######## alu_mc ########
alu_mc, signal wires by layer:
Drawn at 4 px/um.
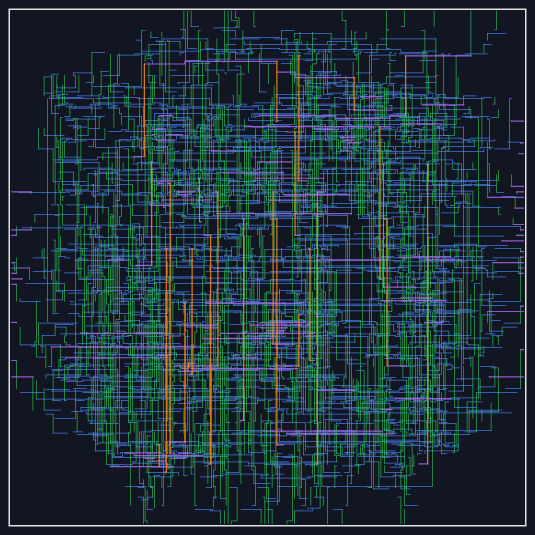

## src/rtl/alu_pkg.sv

```systemverilog
// Shared types for the multi-cycle ALU: opcode and FSM state encodings.
package alu_pkg;

  localparam logic [3:0] OpCodeAdd = 4'd0;
  localparam logic [3:0] OpCodeSub = 4'd1;
  localparam logic [3:0] OpCodeAnd = 4'd2;
  localparam logic [3:0] OpCodeOr  = 4'd3;
  localparam logic [3:0] OpCodeXor = 4'd4;
  localparam logic [3:0] OpCodeNot = 4'd5;
  localparam logic [3:0] OpCodeSll = 4'd6;
  localparam logic [3:0] OpCodeSrl = 4'd7;
  localparam logic [3:0] OpCodeSra = 4'd8;
  localparam logic [3:0] OpCodeMul = 4'd9;

  typedef enum logic [3:0] {
    OpAdd = OpCodeAdd,
    OpSub = OpCodeSub,
    OpAnd = OpCodeAnd,
    OpOr  = OpCodeOr,
    OpXor = OpCodeXor,
    OpNot = OpCodeNot,
    OpSll = OpCodeSll,
    OpSrl = OpCodeSrl,
    OpSra = OpCodeSra,
    OpMul = OpCodeMul
  } alu_op_e;

  typedef enum logic [1:0] {
    StIdle,
    StShift,
    StMul
  } alu_state_e;

endpackage

```

## src/rtl/alu_flag_gen.sv

```systemverilog
// Combinational Z/N/C/V generation; cbit carries the adder carry-out, the last
// shifted-out bit, or the multiply high-half-nonzero indication.
module alu_flag_gen
  import alu_pkg::*;
#(
  parameter int unsigned DATA_WIDTH = 16
) (
  input  logic [DATA_WIDTH-1:0] result,
  input  logic [DATA_WIDTH-1:0] a,
  input  logic [DATA_WIDTH-1:0] b,
  input  alu_op_e               op,
  input  logic                  cbit,
  output logic                  z,
  output logic                  n,
  output logic                  c,
  output logic                  v
);

  localparam int unsigned Msb = DATA_WIDTH - 1;

  always_comb begin
    z = (result == '0);
    n = result[Msb];
    c = 1'b0;
    v = 1'b0;
    case (op)
      OpAdd: begin
        c = cbit;
        v = (a[Msb] == b[Msb]) && (result[Msb] != a[Msb]);
      end
      OpSub: begin
        c = (a < b);
        v = (a[Msb] != b[Msb]) && (result[Msb] != a[Msb]);
      end
      OpSll, OpSrl, OpSra, OpMul: c = cbit;
      default: ;
    endcase
  end

endmodule

```

## src/rtl/alu_mc.sv

```systemverilog
// Multi-cycle ALU with start/done handshake, iterative shifts and registered flags.
// Define ALU_MUL_EN to build the shift-add multiplier (op 9).
module alu_mc
  import alu_pkg::*;
#(
  parameter int unsigned DATA_WIDTH  = 16,
  parameter int unsigned SHAMT_WIDTH = $clog2(DATA_WIDTH)
) (
  input  logic                  clk_in,
  input  logic                  rst_n_in,
  input  logic                  alu_start_in,
  input  logic [3:0]            alu_op_in,
  input  logic [DATA_WIDTH-1:0] alu_A_in,
  input  logic [DATA_WIDTH-1:0] alu_B_in,
  output logic [DATA_WIDTH-1:0] alu_out,
  output logic                  alu_Z_out,
  output logic                  alu_N_out,
  output logic                  alu_C_out,
  output logic                  alu_V_out,
  output logic                  alu_busy_out,
  output logic                  alu_done_out
);

  localparam int unsigned W    = DATA_WIDTH;
  localparam int unsigned CntW = $clog2(DATA_WIDTH) + 1;

  alu_state_e      state_q, state_d;
  alu_op_e         op_q, op_d;
  logic [CntW-1:0] cnt_q, cnt_d;
  logic [W-1:0]    sh_q, sh_d;
  logic [W-1:0]    res_q, res_d;
  logic            z_q, n_q, c_q, v_q;
  logic            done_q;

  alu_op_e          op_in;
  logic [SHAMT_WIDTH-1:0] shamt;
  logic [W:0]       add_full;
  logic [W-1:0]     step_val;
  logic             step_bit;

  logic             fin;
  logic [W-1:0]     fin_res;
  alu_op_e          fin_op;
  logic             fin_cbit;
  logic             fz, fn, fc, fv;

`ifdef ALU_MUL_EN
  logic [2*W-1:0] acc_q, acc_d, mcand_q, mcand_d, acc_step;
  logic [W-1:0]   mplier_q, mplier_d;
`endif

  assign op_in    = alu_op_e'(alu_op_in);
  assign shamt    = alu_B_in[SHAMT_WIDTH-1:0];
  assign add_full = {1'b0, alu_A_in} + {1'b0, alu_B_in};

  // One 1-bit shift of the working register per cycle in StShift.
  always_comb begin
    step_val = sh_q;
    step_bit = 1'b0;
    case (op_q)
      OpSll: begin step_val = {sh_q[W-2:0], 1'b0};     step_bit = sh_q[W-1]; end
      OpSrl: begin step_val = {1'b0, sh_q[W-1:1]};     step_bit = sh_q[0];   end
      OpSra: begin step_val = {sh_q[W-1], sh_q[W-1:1]}; step_bit = sh_q[0];  end
      default: ;
    endcase
  end

  always_comb begin
    state_d  = state_q;
    op_d     = op_q;
    cnt_d    = cnt_q;
    sh_d     = sh_q;
    fin      = 1'b0;
    fin_res  = '0;
    fin_op   = op_in;
    fin_cbit = 1'b0;
`ifdef ALU_MUL_EN
    acc_d    = acc_q;
    mcand_d  = mcand_q;
    mplier_d = mplier_q;
    acc_step = mplier_q[0] ? (acc_q + mcand_q) : acc_q;
`endif
    case (state_q)
      StIdle: begin
        if (alu_start_in) begin
          op_d = op_in;
          case (op_in)
            OpAdd: begin fin = 1'b1; fin_res = add_full[W-1:0]; fin_cbit = add_full[W]; end
            OpSub: begin fin = 1'b1; fin_res = alu_A_in - alu_B_in; end
            OpAnd: begin fin = 1'b1; fin_res = alu_A_in & alu_B_in; end
            OpOr:  begin fin = 1'b1; fin_res = alu_A_in | alu_B_in; end
            OpXor: begin fin = 1'b1; fin_res = alu_A_in ^ alu_B_in; end
            OpNot: begin fin = 1'b1; fin_res = ~alu_A_in; end
            OpSll, OpSrl, OpSra: begin
              if (shamt == '0) begin
                fin     = 1'b1;
                fin_res = alu_A_in;
              end else begin
                state_d = StShift;
                cnt_d   = CntW'(shamt);
                sh_d    = alu_A_in;
              end
            end
`ifdef ALU_MUL_EN
            OpMul: begin
              state_d  = StMul;
              cnt_d    = CntW'(W);
              acc_d    = '0;
              mcand_d  = {{W{1'b0}}, alu_A_in};
              mplier_d = alu_B_in;
            end
`endif
            default: begin fin = 1'b1; fin_res = '0; end
          endcase
        end
      end
      StShift: begin
        sh_d  = step_val;
        cnt_d = cnt_q - CntW'(1);
        if (cnt_q == CntW'(1)) begin
          fin      = 1'b1;
          fin_res  = step_val;
          fin_cbit = step_bit;
          fin_op   = op_q;
          state_d  = StIdle;
        end
      end
      StMul: begin
`ifdef ALU_MUL_EN
        acc_d    = acc_step;
        mcand_d  = mcand_q << 1;
        mplier_d = mplier_q >> 1;
        cnt_d    = cnt_q - CntW'(1);
        if (cnt_q == CntW'(1)) begin
          fin      = 1'b1;
          fin_res  = acc_step[W-1:0];
          fin_cbit = |acc_step[2*W-1:W];
          fin_op   = OpMul;
          state_d  = StIdle;
        end
`else
        state_d = StIdle;
`endif
      end
      default: state_d = StIdle;
    endcase
    res_d = fin ? fin_res : res_q;
  end

  alu_flag_gen #(
    .DATA_WIDTH(W)
  ) u_flag_gen (
    .result(fin_res),
    .a     (alu_A_in),
    .b     (alu_B_in),
    .op    (fin_op),
    .cbit  (fin_cbit),
    .z     (fz),
    .n     (fn),
    .c     (fc),
    .v     (fv)
  );

  always_ff @(posedge clk_in or negedge rst_n_in) begin
    if (!rst_n_in) begin
      state_q  <= StIdle;
      op_q     <= OpAdd;
      cnt_q    <= '0;
      sh_q     <= '0;
      res_q    <= '0;
      z_q      <= 1'b0;
      n_q      <= 1'b0;
      c_q      <= 1'b0;
      v_q      <= 1'b0;
      done_q   <= 1'b0;
`ifdef ALU_MUL_EN
      acc_q    <= '0;
      mcand_q  <= '0;
      mplier_q <= '0;
`endif
    end else begin
      state_q  <= state_d;
      op_q     <= op_d;
      cnt_q    <= cnt_d;
      sh_q     <= sh_d;
      res_q    <= res_d;
      done_q   <= fin;
      if (fin) begin
        z_q <= fz;
        n_q <= fn;
        c_q <= fc;
        v_q <= fv;
      end
`ifdef ALU_MUL_EN
      acc_q    <= acc_d;
      mcand_q  <= mcand_d;
      mplier_q <= mplier_d;
`endif
    end
  end

  assign alu_out      = res_q;
  assign alu_Z_out    = z_q;
  assign alu_N_out    = n_q;
  assign alu_C_out    = c_q;
  assign alu_V_out    = v_q;
  assign alu_busy_out = (state_q != StIdle);
  assign alu_done_out = done_q;

endmodule

```

## config.mk

```make
export PLATFORM = sky130hd
export DESIGN_NAME = alu_mc
export DESIGN_NICKNAME = d
export VERILOG_FILES = /design/src/rtl/alu_pkg.sv /design/src/rtl/alu_flag_gen.sv /design/src/rtl/alu_mc.sv
export SDC_FILE = /design/constraint.sdc
export NUM_CORES = 1
export LEC_CHECK = 0
export CORE_UTILIZATION = 33
export DETAILED_ROUTE_END_ITERATION = 7
export PLACE_DENSITY = 0.53
export RECOVER_POWER = 50
export SLEW_MARGIN = 20
export SYNTH_ARGS = -nofsm -noshare
export SYNTH_HDL_FRONTEND = slang
export SYNTH_SLANG_ARGS = --single-unit
```

## constraint.sdc

```tcl
create_clock -name clk_in -period 2.1 [get_ports clk_in]
set_input_delay 0.21 -clock clk_in [delete_from_list [all_inputs] [get_ports clk_in]]
set_output_delay 0.21 -clock clk_in [all_outputs]
set_load 0.01 [all_outputs]
```

######## handshake_join_sync ########
--- config.mk ---
export PLATFORM = sky130hd
export DESIGN_NAME = handshake_join_sync
export DESIGN_NICKNAME = d
export VERILOG_FILES = /design/src/rtl/handshake_join_sync.sv
export SDC_FILE = /design/constraint.sdc
export NUM_CORES = 1
export LEC_CHECK = 0
export CORE_ASPECT_RATIO = 0.75
export CORE_MARGIN = 2
export CORE_UTILIZATION = 45
export DETAILED_ROUTE_END_ITERATION = 12
export PLACE_DENSITY = 0.72
export SLEW_MARGIN = 40
export SYNTH_ARGS = -nofsm -noshare
export SYNTH_HDL_FRONTEND = slang
export SYNTH_SLANG_ARGS = --single-unit
--- constraint.sdc ---
create_clock -name clk -period 2.3 [get_ports clk]
set_input_delay 0.46 -clock clk [delete_from_list [all_inputs] [get_ports clk]]
set_output_delay 0.46 -clock clk [all_outputs]
set_load 0.02 [all_outputs]
--- src/rtl/handshake_join_sync.sv ---
// handshake_join_sync: N-channel dual-rail join stage with completion detection.
// Synchronises the dual-rail inputs and waits for a complete codeword on every
// channel. It then captures the word and re-emits it under a four-phase
// return-to-zero handshake. It also flags illegal codes and long stalls.
module handshake_join_sync #(
  parameter int CH          = 2,
  parameter int BIT         = 8,
  parameter int SYNC_STAGES = 2,
  parameter int TIMEOUT     = 1023,
  parameter int TW          = $clog2(TIMEOUT + 1)
) (
  input  logic                clk,
  input  logic                reset,
  input  logic [CH*BIT-1:0]   dt,
  input  logic [CH*BIT-1:0]   df,
  input  logic                ack_nxt,
  output logic                ack_prev,
  output logic [CH*BIT-1:0]   out_dt,
  output logic [CH*BIT-1:0]   out_df,
  output logic                inv,
  output logic [CH-1:0]       chan_valid,
  output logic                err,
  output logic                timeout
);

  localparam int W  = CH * BIT;
  // With TIMEOUT = 0 the derived width is zero, so keep at least one bit.
  localparam int CW = (TW < 1) ? 1 : TW;

  typedef enum logic [1:0] {
    S_IDLE    = 2'd0,
    S_HOLD    = 2'd1,
    S_OUT_RTZ = 2'd2,
    S_IN_RTZ  = 2'd3
  } state_t;

  logic [W-1:0] dt_sync;
  logic [W-1:0] df_sync;

  // ---------------------------------------------------------------------------
  // Input synchronisers
  // ---------------------------------------------------------------------------
  generate
    if (SYNC_STAGES == 0) begin : g_nosync
      assign dt_sync = dt;
      assign df_sync = df;
    end else begin : g_sync
      logic [W-1:0] dt_pipe_reg [SYNC_STAGES];
      logic [W-1:0] df_pipe_reg [SYNC_STAGES];

      // Shift both rail sets through the synchroniser chain.
      always_ff @(posedge clk) begin
        if (reset) begin
          for (int i = 0; i < SYNC_STAGES; i++) begin
            dt_pipe_reg[i] <= '0;
            df_pipe_reg[i] <= '0;
          end
        end else begin
          dt_pipe_reg[0] <= dt;
          df_pipe_reg[0] <= df;
          for (int i = 1; i < SYNC_STAGES; i++) begin
            dt_pipe_reg[i] <= dt_pipe_reg[i-1];
            df_pipe_reg[i] <= df_pipe_reg[i-1];
          end
        end
      end

      assign dt_sync = dt_pipe_reg[SYNC_STAGES-1];
      assign df_sync = df_pipe_reg[SYNC_STAGES-1];
    end
  endgenerate

  // ---------------------------------------------------------------------------
  // Dual-rail decode and completion detection
  // ---------------------------------------------------------------------------
  logic [W-1:0] valid_bits;
  logic [W-1:0] spacer_bits;
  logic [W-1:0] illegal_bits;
  logic         all_valid;
  logic         all_spacer;
  logic         any_illegal;

  assign valid_bits   = dt_sync ^ df_sync;
  assign spacer_bits  = ~dt_sync & ~df_sync;
  assign illegal_bits = dt_sync & df_sync;

  genvar gi;
  generate
    for (gi = 0; gi < CH; gi++) begin : g_chan
      assign chan_valid[gi] = &valid_bits[gi*BIT +: BIT];
    end
  endgenerate

  assign all_valid   = &chan_valid;
  assign all_spacer  = &spacer_bits;
  assign any_illegal = |illegal_bits;

  // ---------------------------------------------------------------------------
  // Handshake FSM
  // ---------------------------------------------------------------------------
  state_t       state_reg, state_next;
  logic         ack_prev_reg, ack_prev_next;
  logic         inv_reg, inv_next;
  logic [W-1:0] out_dt_reg, out_dt_next;
  logic [W-1:0] out_df_reg, out_df_next;
  logic         err_reg;

  // Next-state and registered-output logic.
  always_comb begin
    state_next    = state_reg;
    ack_prev_next = ack_prev_reg;
    inv_next      = inv_reg;
    out_dt_next   = out_dt_reg;
    out_df_next   = out_df_reg;
    case (state_reg)
      S_IDLE: begin
        if (all_valid && !ack_nxt && !err_reg) begin
          out_dt_next   = dt_sync;
          out_df_next   = df_sync;
          ack_prev_next = 1'b1;
          inv_next      = 1'b1;
          state_next    = S_HOLD;
        end
      end
      S_HOLD: begin
        if (ack_nxt && all_spacer) begin
          out_dt_next   = '0;
          out_df_next   = '0;
          ack_prev_next = 1'b0;
          inv_next      = 1'b0;
          state_next    = S_IDLE;
        end else if (ack_nxt) begin
          out_dt_next = '0;
          out_df_next = '0;
          inv_next    = 1'b0;
          state_next  = S_OUT_RTZ;
        end else if (all_spacer) begin
          ack_prev_next = 1'b0;
          state_next    = S_IN_RTZ;
        end
      end
      S_OUT_RTZ: begin
        if (all_spacer) begin
          ack_prev_next = 1'b0;
          state_next    = S_IDLE;
        end
      end
      S_IN_RTZ: begin
        if (ack_nxt) begin
          out_dt_next = '0;
          out_df_next = '0;
          inv_next    = 1'b0;
          state_next  = S_IDLE;
        end
      end
      default: begin
        state_next = S_IDLE;
      end
    endcase
  end

  // State and output registers.
  always_ff @(posedge clk) begin
    if (reset) begin
      state_reg    <= S_IDLE;
      ack_prev_reg <= 1'b0;
      inv_reg      <= 1'b0;
      out_dt_reg   <= '0;
      out_df_reg   <= '0;
    end else begin
      state_reg    <= state_next;
      ack_prev_reg <= ack_prev_next;
      inv_reg      <= inv_next;
      out_dt_reg   <= out_dt_next;
      out_df_reg   <= out_df_next;
    end
  end

  // Sticky illegal-code flag; blocks further captures until reset.
  always_ff @(posedge clk) begin
    if (reset) begin
      err_reg <= 1'b0;
    end else if (any_illegal) begin
      err_reg <= 1'b1;
    end
  end

  // ---------------------------------------------------------------------------
  // Stall timeout
  // ---------------------------------------------------------------------------
  logic [CW-1:0] cnt_reg, cnt_next;
  logic          timeout_reg;

  // Count cycles spent outside idle, saturating at the limit.
  always_comb begin
    cnt_next = cnt_reg;
    if (TIMEOUT == 0 || state_next == S_IDLE) begin
      cnt_next = '0;
    end else if (state_reg != S_IDLE && cnt_reg < CW'(TIMEOUT)) begin
      cnt_next = cnt_reg + 1'b1;
    end
  end

  // Counter register and sticky stall flag (report only).
  always_ff @(posedge clk) begin
    if (reset) begin
      cnt_reg     <= '0;
      timeout_reg <= 1'b0;
    end else begin
      cnt_reg <= cnt_next;
      if (TIMEOUT != 0 && cnt_next == CW'(TIMEOUT)) begin
        timeout_reg <= 1'b1;
      end
    end
  end

  assign ack_prev = ack_prev_reg;
  assign inv      = inv_reg;
  assign out_dt   = out_dt_reg;
  assign out_df   = out_df_reg;
  assign err      = err_reg;
  assign timeout  = timeout_reg;

endmodule


==> notes/layouts.md <==
Pictures saved along the way, in no particular order.

Supply network.
Drawn at 3 px/um. Pins as bars on the die edge.
picture 1
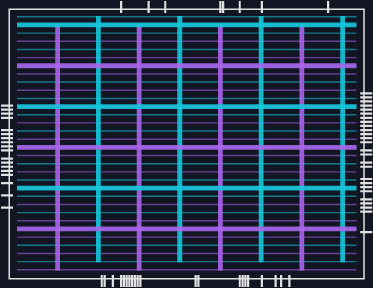
picture 2
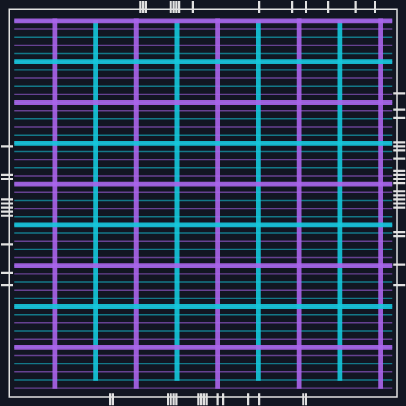
| picture | from |
|---|---|
| picture 1 | handshake_join_sync |
| picture 2 | alu_mc |

alu_mc, clock wires, drivers and flops:
Drawn at 2 px/um.
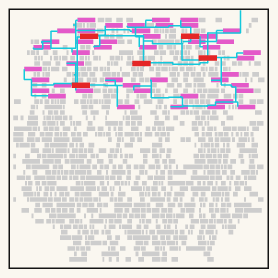
legend:
  red:
    item: clock-net drivers
    count: 5
  cyan:
    item: clock wires
    length: 640 um
  magenta:
    item: flip-flops
    count: 46
routed clock nets: 6
clk latency of the worst-skew pair: 0.29 ns
Setup Skew: 0.008069 ns
Clk pwr share: 0.115

## Picture notes: 'signal wires by layer' of alu_mc
legend:
  blue:
    layer: M1
    wire_length: 9490 um
  purple:
    layer: M3
    wire_length: 974 um
  green:
    layer: M2
    wire_length: 10800 um
  orange:
    layer: M4
    wire_length: 885 um
Total Routing Usage GR: 0.2633
Routed WL: 22140 um
drt wl/cell: 18.40 um
total number of vias: 6628

==> results.sh, alu_mc <==
# source this file to load flow results
export IMPL_p_comb_mw=4.48
export IMPL_cp_cell_sequence="buf_8, clkinvlp_4, ha_4, nor3_4, o311ai_4, a211oi_4, o211ai_4, a311oi_2, o221ai_2, mux2i_1, a32o_2, xnor2_2, o41ai_2"
export IMPL_fin_cells=1203
export IMPL_avgSynthCellArea_um2=7.752
export IMPL_setup_violations_final=13
export IMPL_fin_ws_ns=-0.5411
export IMPL_final_layout_size_suffix_gt1_frac=0.4879
export IMPL_p_switching_mw=2.840
export IMPL_yosys_top_cells_area="dfrtp_1 22%, ha_1 13%, a21oi_1 6.2%"
export IMPL_setup_worst_path_end="alu_V_out$_DFFE_PN0P_"
export IMPL_hpwlAfterDp_um=16480
export IMPL_worst_pin_slew_ns=1.182
export IMPL_holdPathStages=5
export IMPL_status="finished with violations"
export IMPL_mux_area_frac=0.02360
export IMPL_ant_nets=0
export IMPL_numSynthFlops=46
export IMPL_holdBufCountCts=1
export IMPL_start_kind="input port"
export IMPL_slew_headroom=0.2119
export IMPL_syn_to_final_growth_pct=74.07
export IMPL_worst_path_buf_inv=2
export IMPL_ys_cells=684
export IMPL_ff_type="dfrtp_1"
export IMPL_dp_cells=1155
export IMPL_xor_area_frac=0.01982
export IMPL_cts_setup_buffers=27
export IMPL_mostFrequentLayoutCells="259 x buf_4, 63 x nor2_1, 62 x nand2_1"
export IMPL_finalClockPeriodUsage=1.258
export IMPL_grt_max_degree=47
export IMPL_failed_checks="setup timing"
export IMPL_portBuffers=60
export IMPL_fp_dieH_um=128.8
export IMPL_rr_startpoint="op_q[2]$_DFFE_PN0P_"
export IMPL_yosysMostFrequentCell="nor2_1"
export IMPL_slowest_delay_ns=0.34
alu_mc: area by class of cell:
class                   instances  area [um2]
inverters                      53       230.2
clock inverters                 1       5.005
fillers                      1385        6197
clock buffers                   7       142.6
flip-flops and latches         46        1152
repair buffers                342        2754
multi-input cells             543        4682
well taps                     211       264.0
alu_mc: per-layer routing:
metal,global-route usage,up-vias
met4,0.1107,0
li1,-,3138
met5,0,-
met1,0.3321,3207
met3,0.02911,56
met2,0.4550,227
handshake_join_sync, gate families picked out:
Drawn at 2 px/um.
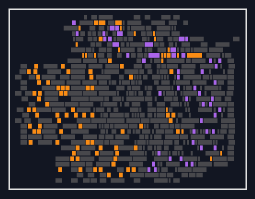
legend:
  orange:
    family: nor cells
    cells: 95
  purple:
    family: aoi and oai cells
    cells: 50
Comb/total area: 0.3248
dominant logic cell type in the layout: dfxtp_1
non-filler cells, final: 721

==> results.sh, handshake_join_sync <==
# source this file to load flow results
export IMPL_die_area_mm2=0.01052
export IMPL_ys_types=40
export IMPL_dr_wl_met2_um=4128
export IMPL_pin_count=73
export IMPL_finalClockPeriodUsage=1.010
export IMPL_fin_area_mm2=0.005941
export IMPL_fin_ws_ns=-0.02304
export IMPL_gp_congestion=0.8894
export IMPL_wl_per_cell_um=13.35
export IMPL_startpoint="g_sync.df_pipe_reg[0][21]$_SDFF_PP0_"
export IMPL_failed_checks="setup timing"
export IMPL_cts_repair_resized=9
export IMPL_period_needed_ns=2.323
export IMPL_cts_buffers_inserted=9
export IMPL_power_leakage_nw=2.368
export IMPL_slowest_stage="or4_4"
export IMPL_seq_share=0.3785
export IMPL_row_count=31
export IMPL_drtPass1Iterations=4
export IMPL_grt_pass1_wl_um=15390
export IMPL_seq_power_share=0.510
export IMPL_yosysMostFrequentCell="dfxtp_1"
export IMPL_start_kind="flip-flop"
export IMPL_top_layer="met4"
export IMPL_clock_skew_final_ns=0.007184
export IMPL_vias=3403
export IMPL_worst_pin_slew_ns=0.5254
export IMPL_yosysChipArea_mm2=0.004367
export IMPL_final_layout_size_suffix_gt1_frac=0.1511
export IMPL_min_from="g_sync.df_pipe_reg[0][13]$_SDFF_PP0_"
export IMPL_synthArstFlopShare=0
export IMPL_netlist_top_cells_count="112 x dfxtp_1, 71 x nand2_1, 67 x nor2b_1"
export IMPL_syn_to_final_growth_pct=36.05
export IMPL_die_w_um=117.7
export IMPL_topCombFamilyByArea="simple AND/OR/NAND/NOR gates"
export IMPL_critPathMaxFanout=10
export IMPL_clock_sinks=112
export IMPL_status="finished with violations"
export IMPL_synth_cellmix_adderShare=0.1060
export IMPL_ant_nets=0
export IMPL_n_tap_cell=132
export IMPL_power_top_group="registers"
export IMPL_drv_cap=0
export IMPL_fp_util=0.4576
export IMPL_cp_cell_sequence="inv_1, ha_1, nand4_1, or4_4, buf_4, mux2i_2, a32oi_2, a21o_1, buf_12, nor3_2"
export IMPL_setup_violations_final=2
export IMPL_insertedDiodeCount=0
export IMPL_clk_share=0.05034
export IMPL_buffer_area_frac=0.1946
export IMPL_drv_slew=0
handshake_join_sync: cell families after synthesis:
family	Yosys count
simple gates	198
compound gates	55
fa+ha+maj	37
buf+inv	62
flops	112
mux	3
xor+xnor	4
handshake_join_sync: cell usage in the layout (no fill, tap or decap), drive strengths merged, types with 3 or more instances in the layout:
cell,synthesis,routed
ha,37,37
nor2,21,21
clkbuf,22,10
dfxtp,112,112
nand3,4,4
a31oi,5,5
and4,3,3
o21ai,4,4
a21oi,34,34
inv,38,41
nor2b,67,67
nor4,5,5
buf,2,55
clkdlybuf4s50,0,69
nand4,14,14
nand2,71,71


==> layout pictures side by side <==
The clock network.
image #1
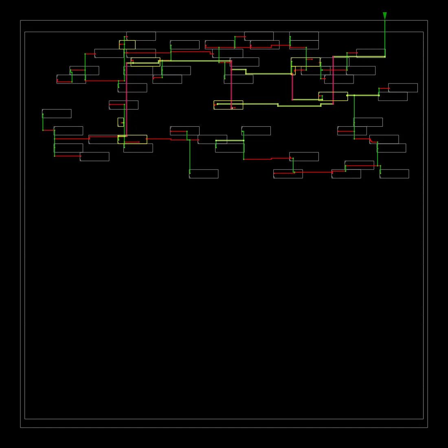
image #2
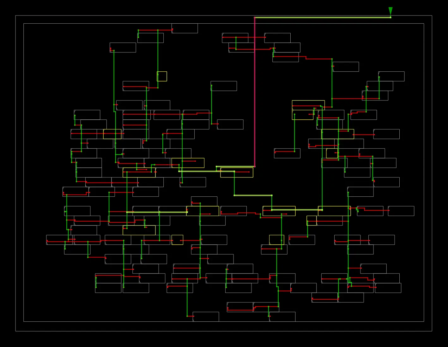
For handshake_join_sync, see image #2.
For alu_mc, see image #1.
- most sequential cells: image #2

No activity file was given, so power comes from the tool's default toggle rates.
